=== design 1 ===
==> design_1/metal_stack.png <==
Only two layers are drawn.
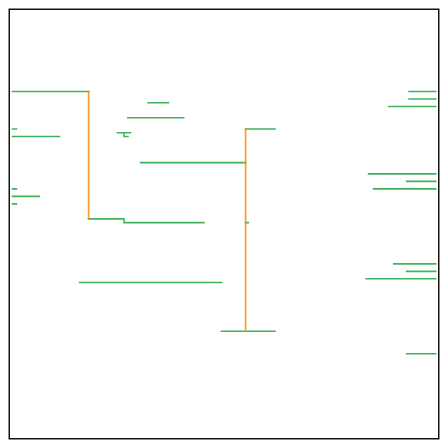

$ cat config.mk
export PLATFORM = sky130hd
export DESIGN_NAME = match_logger
export DESIGN_NICKNAME = d
export VERILOG_FILES = /design/src/rtl/match_logger_pkg.sv /design/src/rtl/match_fifo.sv /design/src/rtl/match_logger.sv
export SDC_FILE = /design/constraint.sdc
export NUM_CORES = 1
export LEC_CHECK = 0
export ABC_AREA = 0
export CAP_MARGIN = 20
export CORE_MARGIN = 5
export CORE_UTILIZATION = 59
export CTS_BUF_LIST = sky130_fd_sc_hd__clkbuf_16
export CTS_CLUSTER_DIAMETER = 40
export DETAILED_ROUTE_END_ITERATION = 8
export PLACE_DENSITY_LB_ADDON = 0.05
export REMOVE_ABC_BUFFERS = 1
export SLEW_MARGIN = 20
export SYNTH_ARGS = -nofsm -noshare
export SYNTH_HDL_FRONTEND = slang
export SYNTH_SLANG_ARGS = --single-unit
$ cat constraint.sdc
create_clock -name CLK -period 4.2 [get_ports CLK]
set_clock_uncertainty 0.05 [all_clocks]
set_input_delay 0.84 -clock CLK [delete_from_list [all_inputs] [get_ports CLK]]
set_output_delay 0.84 -clock CLK [all_outputs]
set_load 0.01 [all_outputs]
$ cat src/rtl/match_logger_pkg.sv
// ============================================================================
// Module      : match_logger_pkg
// Description : Shared constants and entry packing helper for match_logger.
// Revision    : 1.0 - initial release
// ============================================================================
`default_nettype none

package match_logger_pkg;

    localparam int GAP_W   = 5;
    localparam int S_W     = 3;
    localparam int ENTRY_W = 8;
    localparam int S_LSB   = 5;
    localparam int GAP_LSB = 0;

    // Gap saturates rather than wraps so long idle stretches read as "very long".
    localparam logic [GAP_W-1:0] GAP_MAX = 5'd31;

    // Build a log record: detector state in the upper field, gap in the lower field.
    function automatic logic [ENTRY_W-1:0] pack_entry(input logic [S_W-1:0]   s,
                                                      input logic [GAP_W-1:0] g);
        logic [ENTRY_W-1:0] e;
        e = '0;
        e[S_LSB +: S_W]     = s;
        e[GAP_LSB +: GAP_W] = g;
        return e;
    endfunction

endpackage

`default_nettype wire

$ cat src/rtl/match_fifo.sv
// ============================================================================
// Module      : match_fifo
// Description : DEPTH x WIDTH first-word-fall-through FIFO, async reset.
//               Occupancy is tracked explicitly; full/empty come from it.
// Revision    : 1.0 - initial release
// ============================================================================
`default_nettype none

module match_fifo #(
    parameter int DEPTH = 4,
    parameter int WIDTH = 8
) (
    input  logic                     clk,
    input  logic                     rst,
    input  logic                     push_i,
    input  logic                     pop_i,
    input  logic [WIDTH-1:0]         wdata_i,
    output logic [WIDTH-1:0]         rdata_o,
    output logic [$clog2(DEPTH):0]   level_o,
    output logic                     full_o,
    output logic                     empty_o
);

    localparam int AW = $clog2(DEPTH);
    localparam int LW = AW + 1;

    logic [WIDTH-1:0] mem_q [DEPTH];
    logic [AW-1:0]    wr_ptr_q, wr_ptr_d;
    logic [AW-1:0]    rd_ptr_q, rd_ptr_d;
    logic [LW-1:0]    level_q, level_d;
    logic             do_push_w;
    logic             do_pop_w;

    // Qualify strobes locally: a pop on empty is ignored, a push on full only
    // lands when a pop frees the head slot on the same edge.
    always_comb begin
        do_pop_w  = pop_i & ~empty_o;
        do_push_w = push_i & (~full_o | do_pop_w);
        wr_ptr_d  = do_push_w ? wr_ptr_q + AW'(1) : wr_ptr_q;
        rd_ptr_d  = do_pop_w  ? rd_ptr_q + AW'(1) : rd_ptr_q;
        level_d   = level_q;
        if (do_push_w && !do_pop_w) begin
            level_d = level_q + LW'(1);
        end else if (!do_push_w && do_pop_w) begin
            level_d = level_q - LW'(1);
        end
    end

    // Pointer, occupancy and storage registers; power-of-two depth wraps naturally.
    always_ff @(posedge clk or posedge rst) begin
        if (rst) begin
            wr_ptr_q <= '0;
            rd_ptr_q <= '0;
            level_q  <= '0;
            for (int i = 0; i < DEPTH; i++) begin
                mem_q[i] <= '0;
            end
        end else begin
            wr_ptr_q <= wr_ptr_d;
            rd_ptr_q <= rd_ptr_d;
            level_q  <= level_d;
            if (do_push_w) begin
                mem_q[wr_ptr_q] <= wdata_i;
            end
        end
    end

    assign empty_o = (level_q == '0);
    assign full_o  = (level_q == LW'(DEPTH));
    assign level_o = level_q;
    assign rdata_o = empty_o ? '0 : mem_q[rd_ptr_q];

endmodule

`default_nettype wire

$ cat src/rtl/match_logger.sv
// ============================================================================
// Module      : match_logger
// Description : Logs rising edges of a detector flag with the detector state
//               and the cycle gap since the previous event into a FWFT FIFO.
//               Keeps a saturating event count and a sticky overflow flag.
// Revision    : 1.0 - initial release
// ============================================================================
`default_nettype none

module match_logger
    import match_logger_pkg::*;
#(
    parameter int DEPTH = 4,
    parameter int CNT_W = 8
) (
    input  logic                    CLK,
    input  logic                    RESET,
    input  logic                    F,
    input  logic [2:0]              S,
    input  logic                    pop,
    output logic [CNT_W-1:0]        count,
    output logic [7:0]              rdata,
    output logic                    empty,
    output logic                    full,
    output logic [$clog2(DEPTH):0]  level,
    output logic                    overflow
);

    logic               f_q;
    logic [GAP_W-1:0]   gap_q, gap_d;
    logic [CNT_W-1:0]   count_q, count_d;
    logic               overflow_q, overflow_d;
    logic               event_w;
    logic               pop_ok_w;
    logic               push_w;
    logic [ENTRY_W-1:0] entry_w;
    logic               empty_w;
    logic               full_w;

    // Edge detect, gap/count update and push gating.
    always_comb begin
        event_w    = F & ~f_q;
        pop_ok_w   = pop & ~empty_w;
        push_w     = event_w & (~full_w | pop_ok_w);
        entry_w    = pack_entry(S, gap_q);
        gap_d      = gap_q;
        count_d    = count_q;
        overflow_d = overflow_q;
        if (event_w) begin
            gap_d = '0;
            if (count_q != '1) begin
                count_d = count_q + CNT_W'(1);
            end
            if (full_w && !pop_ok_w) begin
                overflow_d = 1'b1;
            end
        end else if (gap_q != GAP_MAX) begin
            gap_d = gap_q + GAP_W'(1);
        end
    end

    // Control state registers.
    always_ff @(posedge CLK or posedge RESET) begin
        if (RESET) begin
            f_q        <= 1'b0;
            gap_q      <= '0;
            count_q    <= '0;
            overflow_q <= 1'b0;
        end else begin
            f_q        <= F;
            gap_q      <= gap_d;
            count_q    <= count_d;
            overflow_q <= overflow_d;
        end
    end

    match_fifo #(
        .DEPTH (DEPTH),
        .WIDTH (ENTRY_W)
    ) u_fifo (
        .clk     (CLK),
        .rst     (RESET),
        .push_i  (push_w),
        .pop_i   (pop_ok_w),
        .wdata_i (entry_w),
        .rdata_o (rdata),
        .level_o (level),
        .full_o  (full_w),
        .empty_o (empty_w)
    );

    assign empty    = empty_w;
    assign full     = full_w;
    assign count    = count_q;
    assign overflow = overflow_q;

endmodule

`default_nettype wire

=== design 2 ===
[config.mk]
export PLATFORM = sky130hd
export DESIGN_NAME = irq_ctrl
export DESIGN_NICKNAME = d
export VERILOG_FILES = /design/src/rtl/irq_ctrl_pkg.sv /design/src/rtl/irq_ctrl_reg_we.sv /design/src/rtl/irq_ctrl.sv
export SDC_FILE = /design/constraint.sdc
export NUM_CORES = 1
export LEC_CHECK = 0
export CAP_MARGIN = 10
export CORE_MARGIN = 2
export CORE_UTILIZATION = 43
export DETAILED_ROUTE_END_ITERATION = 10
export GPL_TIMING_DRIVEN = 0
export MAX_ROUTING_LAYER = met4
export PLACE_DENSITY = 0.92
export SETUP_SLACK_MARGIN = 0.02
export SLEW_MARGIN = 20
export SYNTH_ARGS = -nofsm -noshare
export SYNTH_HDL_FRONTEND = slang
export SYNTH_SLANG_ARGS = --single-unit
export TNS_END_PERCENT = 1
[constraint.sdc]
create_clock -name clk -period 4 [get_ports clk]
set_input_delay 0.4 -clock clk [delete_from_list [all_inputs] [get_ports clk]]
set_output_delay 0.4 -clock clk [all_outputs]
set_load 0.03 [all_outputs]
[src/rtl/irq_ctrl_pkg.sv]
// Shared definitions for the interrupt controller: register addresses,
// the IRQ_ID read layout and the write-decode helper.
package irq_ctrl_pkg;

    localparam logic [4:0] IRQ_MASK = 5'h00;
    localparam logic [4:0] IRQ_EDGE = 5'h04;
    localparam logic [4:0] IRQ_PEND = 5'h08;
    localparam logic [4:0] IRQ_SWI  = 5'h0C;
    localparam logic [4:0] IRQ_ID   = 5'h10;

    typedef struct packed {
        logic        valid;
        logic [30:0] id;
    } irq_id_v;

    function automatic logic we_find(input logic we, input logic [4:0] addr,
                                     input logic [4:0] target);
        return we && (addr == target);
    endfunction

endpackage

[src/rtl/irq_ctrl_reg_we.sv]
// Plain write-enabled register with asynchronous active-low clear.
module irq_ctrl_reg_we #(
    parameter int W = 8
) (
    input  logic         clk,
    input  logic         rstn,
    input  logic         we,
    input  logic [W-1:0] wd,
    output logic [W-1:0] q
);

    always_ff @(posedge clk or negedge rstn) begin
        if (!rstn) begin
            q <= '0;
        end else if (we) begin
            q <= wd;
        end
    end

endmodule

[src/rtl/irq_ctrl.sv]
// Interrupt controller: per-source edge/level capture into a pending latch,
// mask, software trigger and a fixed-priority (lowest index first) encoder.
module irq_ctrl
    import irq_ctrl_pkg::*;
#(
    parameter int irq_n = 8,
    parameter int id_w  = (irq_n > 1) ? $clog2(irq_n) : 1
) (
    input  logic             clk,
    input  logic             rstn,
    input  logic [4:0]       addr,
    input  logic             we,
    input  logic [31:0]      wd,
    output logic [31:0]      rd,
    input  logic [irq_n-1:0] irq_src,
    output logic             irq,
    output logic [id_w-1:0]  irq_id
);

    logic [irq_n-1:0] mask_reg;
    logic [irq_n-1:0] edge_reg;
    logic [irq_n-1:0] pend_reg;
    logic [irq_n-1:0] pend_next;
    logic [irq_n-1:0] src_prev_reg;
    logic [irq_n-1:0] set_v;
    logic [irq_n-1:0] clr_v;
    logic [irq_n-1:0] swi_v;
    logic [irq_n-1:0] active;
    logic [irq_n-1:0] wd_low;
    logic             we_mask;
    logic             we_edge;
    logic             we_pend;
    logic             we_swi;
    irq_id_v          id_rd;
    logic             unused_wd;

    assign wd_low    = wd[irq_n-1:0];
    assign unused_wd = ^wd[31:irq_n];

    assign we_mask = we_find(we, addr, IRQ_MASK);
    assign we_edge = we_find(we, addr, IRQ_EDGE);
    assign we_pend = we_find(we, addr, IRQ_PEND);
    assign we_swi  = we_find(we, addr, IRQ_SWI);

    irq_ctrl_reg_we #(.W(irq_n)) u_mask (
        .clk  (clk),
        .rstn (rstn),
        .we   (we_mask),
        .wd   (wd_low),
        .q    (mask_reg)
    );

    irq_ctrl_reg_we #(.W(irq_n)) u_edge (
        .clk  (clk),
        .rstn (rstn),
        .we   (we_edge),
        .wd   (wd_low),
        .q    (edge_reg)
    );

    assign swi_v = we_swi  ? wd_low : '0;
    assign clr_v = we_pend ? wd_low : '0;

    // Set takes priority over a same-cycle W1C so no event is dropped.
    generate
        for (genvar gi = 0; gi < irq_n; gi++) begin : g_src
            assign set_v[gi] = (edge_reg[gi] ? (irq_src[gi] & ~src_prev_reg[gi])
                                             : irq_src[gi]) | swi_v[gi];
            assign pend_next[gi] = set_v[gi] | (pend_reg[gi] & ~clr_v[gi]);
        end
    endgenerate

    always_ff @(posedge clk or negedge rstn) begin
        if (!rstn) begin
            pend_reg     <= '0;
            src_prev_reg <= '0;
        end else begin
            pend_reg     <= pend_next;
            src_prev_reg <= irq_src;
        end
    end

    assign active = pend_reg & mask_reg;
    assign irq    = |active;

    // Walk from the top down so the lowest active index wins.
    always_comb begin
        irq_id = '0;
        for (int i = irq_n - 1; i >= 0; i--) begin
            if (active[i]) begin
                irq_id = id_w'(i);
            end
        end
    end

    always_comb begin
        id_rd       = '0;
        id_rd.valid = irq;
        id_rd.id    = 31'(irq_id);
        rd          = '0;
        case (addr)
            IRQ_EDGE: rd = 32'(edge_reg);
            IRQ_PEND: rd = 32'(pend_reg);
            IRQ_SWI:  rd = '0;
            IRQ_ID:   rd = id_rd;
            default:  rd = 32'(mask_reg);
        endcase
    end

endmodule
==> design_1/met2.png <==
Bar = 20 µm.
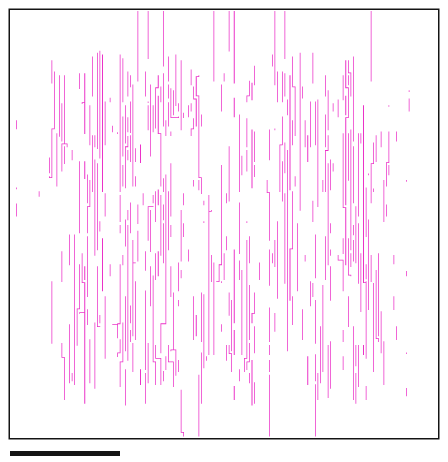
The layer holds 49% of the routed length. The layer carries 2500 µm of wire. The longest straight run is 36.4 µm.

## Picture notes: design_1/metal_stack.png
Key: green = met3 [wire length 206 µm]; orange = met4 [wire length 59.8 µm]

==> flow_summary.rst, design 1 <==
Physical design figures
=======================

.. list-table::
   :header-rows: 1

   * - Metric
     - Value
   * - Area of the synthesized netlist per yosys stat
     - between 2000 and 3000 µm²
   * - Core occupancy in the finished layout
     - just over 70%
   * - Cell chain of the critical path
     - mux4_2, and2_1, clkdlybuf4s50_1
   * - Top cell class by occupied area
     - sequential cells
   * - Proportion of total power due to net switching
     - between 30% and 40%
   * - Final Max-Slew Violation Tally
     - 0
   * - Transition time of the tightest slew-check pin
     - roughly 910 ps
   * - Met3 routing resource usage after global routing
     - 4.40%
   * - Die extent in x
     - a little under 80 µm
   * - # Taps
     - 52
   * - Synth area leaders
     - sky130_fd_sc_hd__dfrtp_1 (50%), sky130_fd_sc_hd__mux2_4 (18%), sky130_fd_sc_hd__mux4_2 (6.7%), sky130_fd_sc_hd__ha_1 (3.7%), sky130_fd_sc_hd__xnor2_1 (1.9%)
   * - Result of the run
     - complete, no violations
   * - Post-place instance area
     - roughly 3000 µm²
   * - Min setup slack post-route
     - 1040 ps
   * - Design Power
     - around 2.5 mW
   * - Worst Setup Start Kind
     - flip-flop
   * - Share of the synthesized area in the top cell type
     - about 50%
   * - Critical Path Stages
     - 3
   * - RSZ-0062 raised after global routing
     - false
   * - Most frequently placed logic cells in the final layout
     - sky130_fd_sc_hd__dfrtp_1 (54), sky130_fd_sc_hd__mux2_4 (32), sky130_fd_sc_hd__clkdlybuf4s50_1 (28)
   * - Origin of the worst min-delay path
     - overflow
   * - Initial detailed-routing violation count
     - between 40 and 50
   * - PostCTS Resize Cnt
     - 0
   * - R2R cell count
     - 8
   * - Master of the slowest instance on the critical path
     - sky130_fd_sc_hd__dfrtp_1
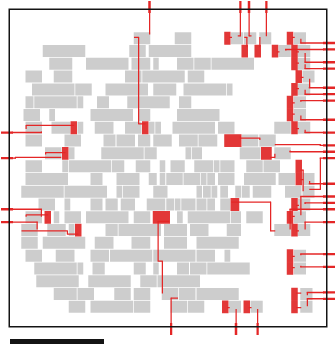
(design_2/port_nets.png)
Bar = 20 µm.
Key: red = rd [bits 32, direction output, end cells 32, wire 309 µm]
number of port buffers: 36
Top Ports: 84

==> flow_summary.rst, design 2 <==
Physical design figures
=======================

.. list-table::
   :header-rows: 1

   * - Metric
     - Value
   * - Result of the run
     - complete, no violations
   * - Fin crit share
     - between 80% and 90%
   * - Most frequent standard cell in the layout excluding fill and tap cells
     - sky130_fd_sc_hd__clkdlybuf4s50_1
   * - Clk network pwr share
     - between 20% and 30%
   * - Post-route met1 wirelength
     - between 1500 and 2000 µm
   * - Combinational share of cell area
     - a little over a third
   * - Proportion of total power due to net switching
     - about a third
   * - Capture point of the worst reg-to-reg path
     - pend_reg[3]
   * - Synth area leaders
     - sky130_fd_sc_hd__dfrtp_1 (47%), sky130_fd_sc_hd__mux2_2 (10%), sky130_fd_sc_hd__buf_4 (10%), sky130_fd_sc_hd__a221o_1 (6.4%), sky130_fd_sc_hd__nand2_1 (4.6%)
   * - Number of cells in the yosys synthesis report
     - around 160
   * - Count of standard-cell rows
     - 22
   * - Combined area of all synthesized cells
     - 1720 µm²
   * - Insertion Delay late pin
     - ~290 ps
   * - Iteration count of the initial detailed-routing pass
     - 4
   * - Fraction of area in non-clock buffers
     - approximately 23%
   * - Max-slew headroom at the worst pin
     - 52.5%
   * - Count of clock-net buffers in the final layout
     - 8
   * - Multi-input combinational gate total
     - 119
   * - Post-synth tally of flip-flops with integrated enable
     - 0
   * - Initial cell density of the core
     - 45.9%
   * - Internal power
     - between 0.6 and 0.7 mW
   * - Design Power
     - about 0.96 mW
   * - Routing usage on met2
     - 29.2%
   * - Peak clock frequency supported by timing
     - roughly 310 MHz
   * - Flip-flops
     - 32
   * - Placer's final routability congestion estimate
     - 0.854


==> gallery <==
Cell outlines without signal wires.
Plate I
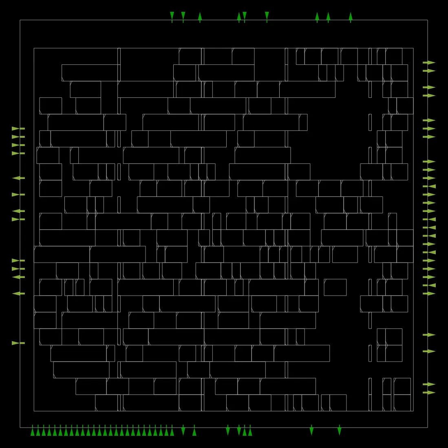
Plate II
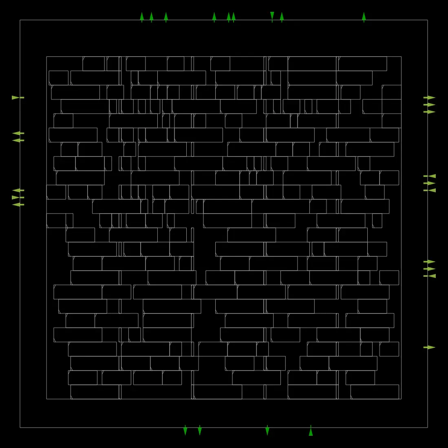
The one with the most sequential cells is Plate II.
The one with the highest utilization is Plate II.
design 1 -> Plate II
design 2 -> Plate I

Power is estimated from default activity; no workload was simulated.
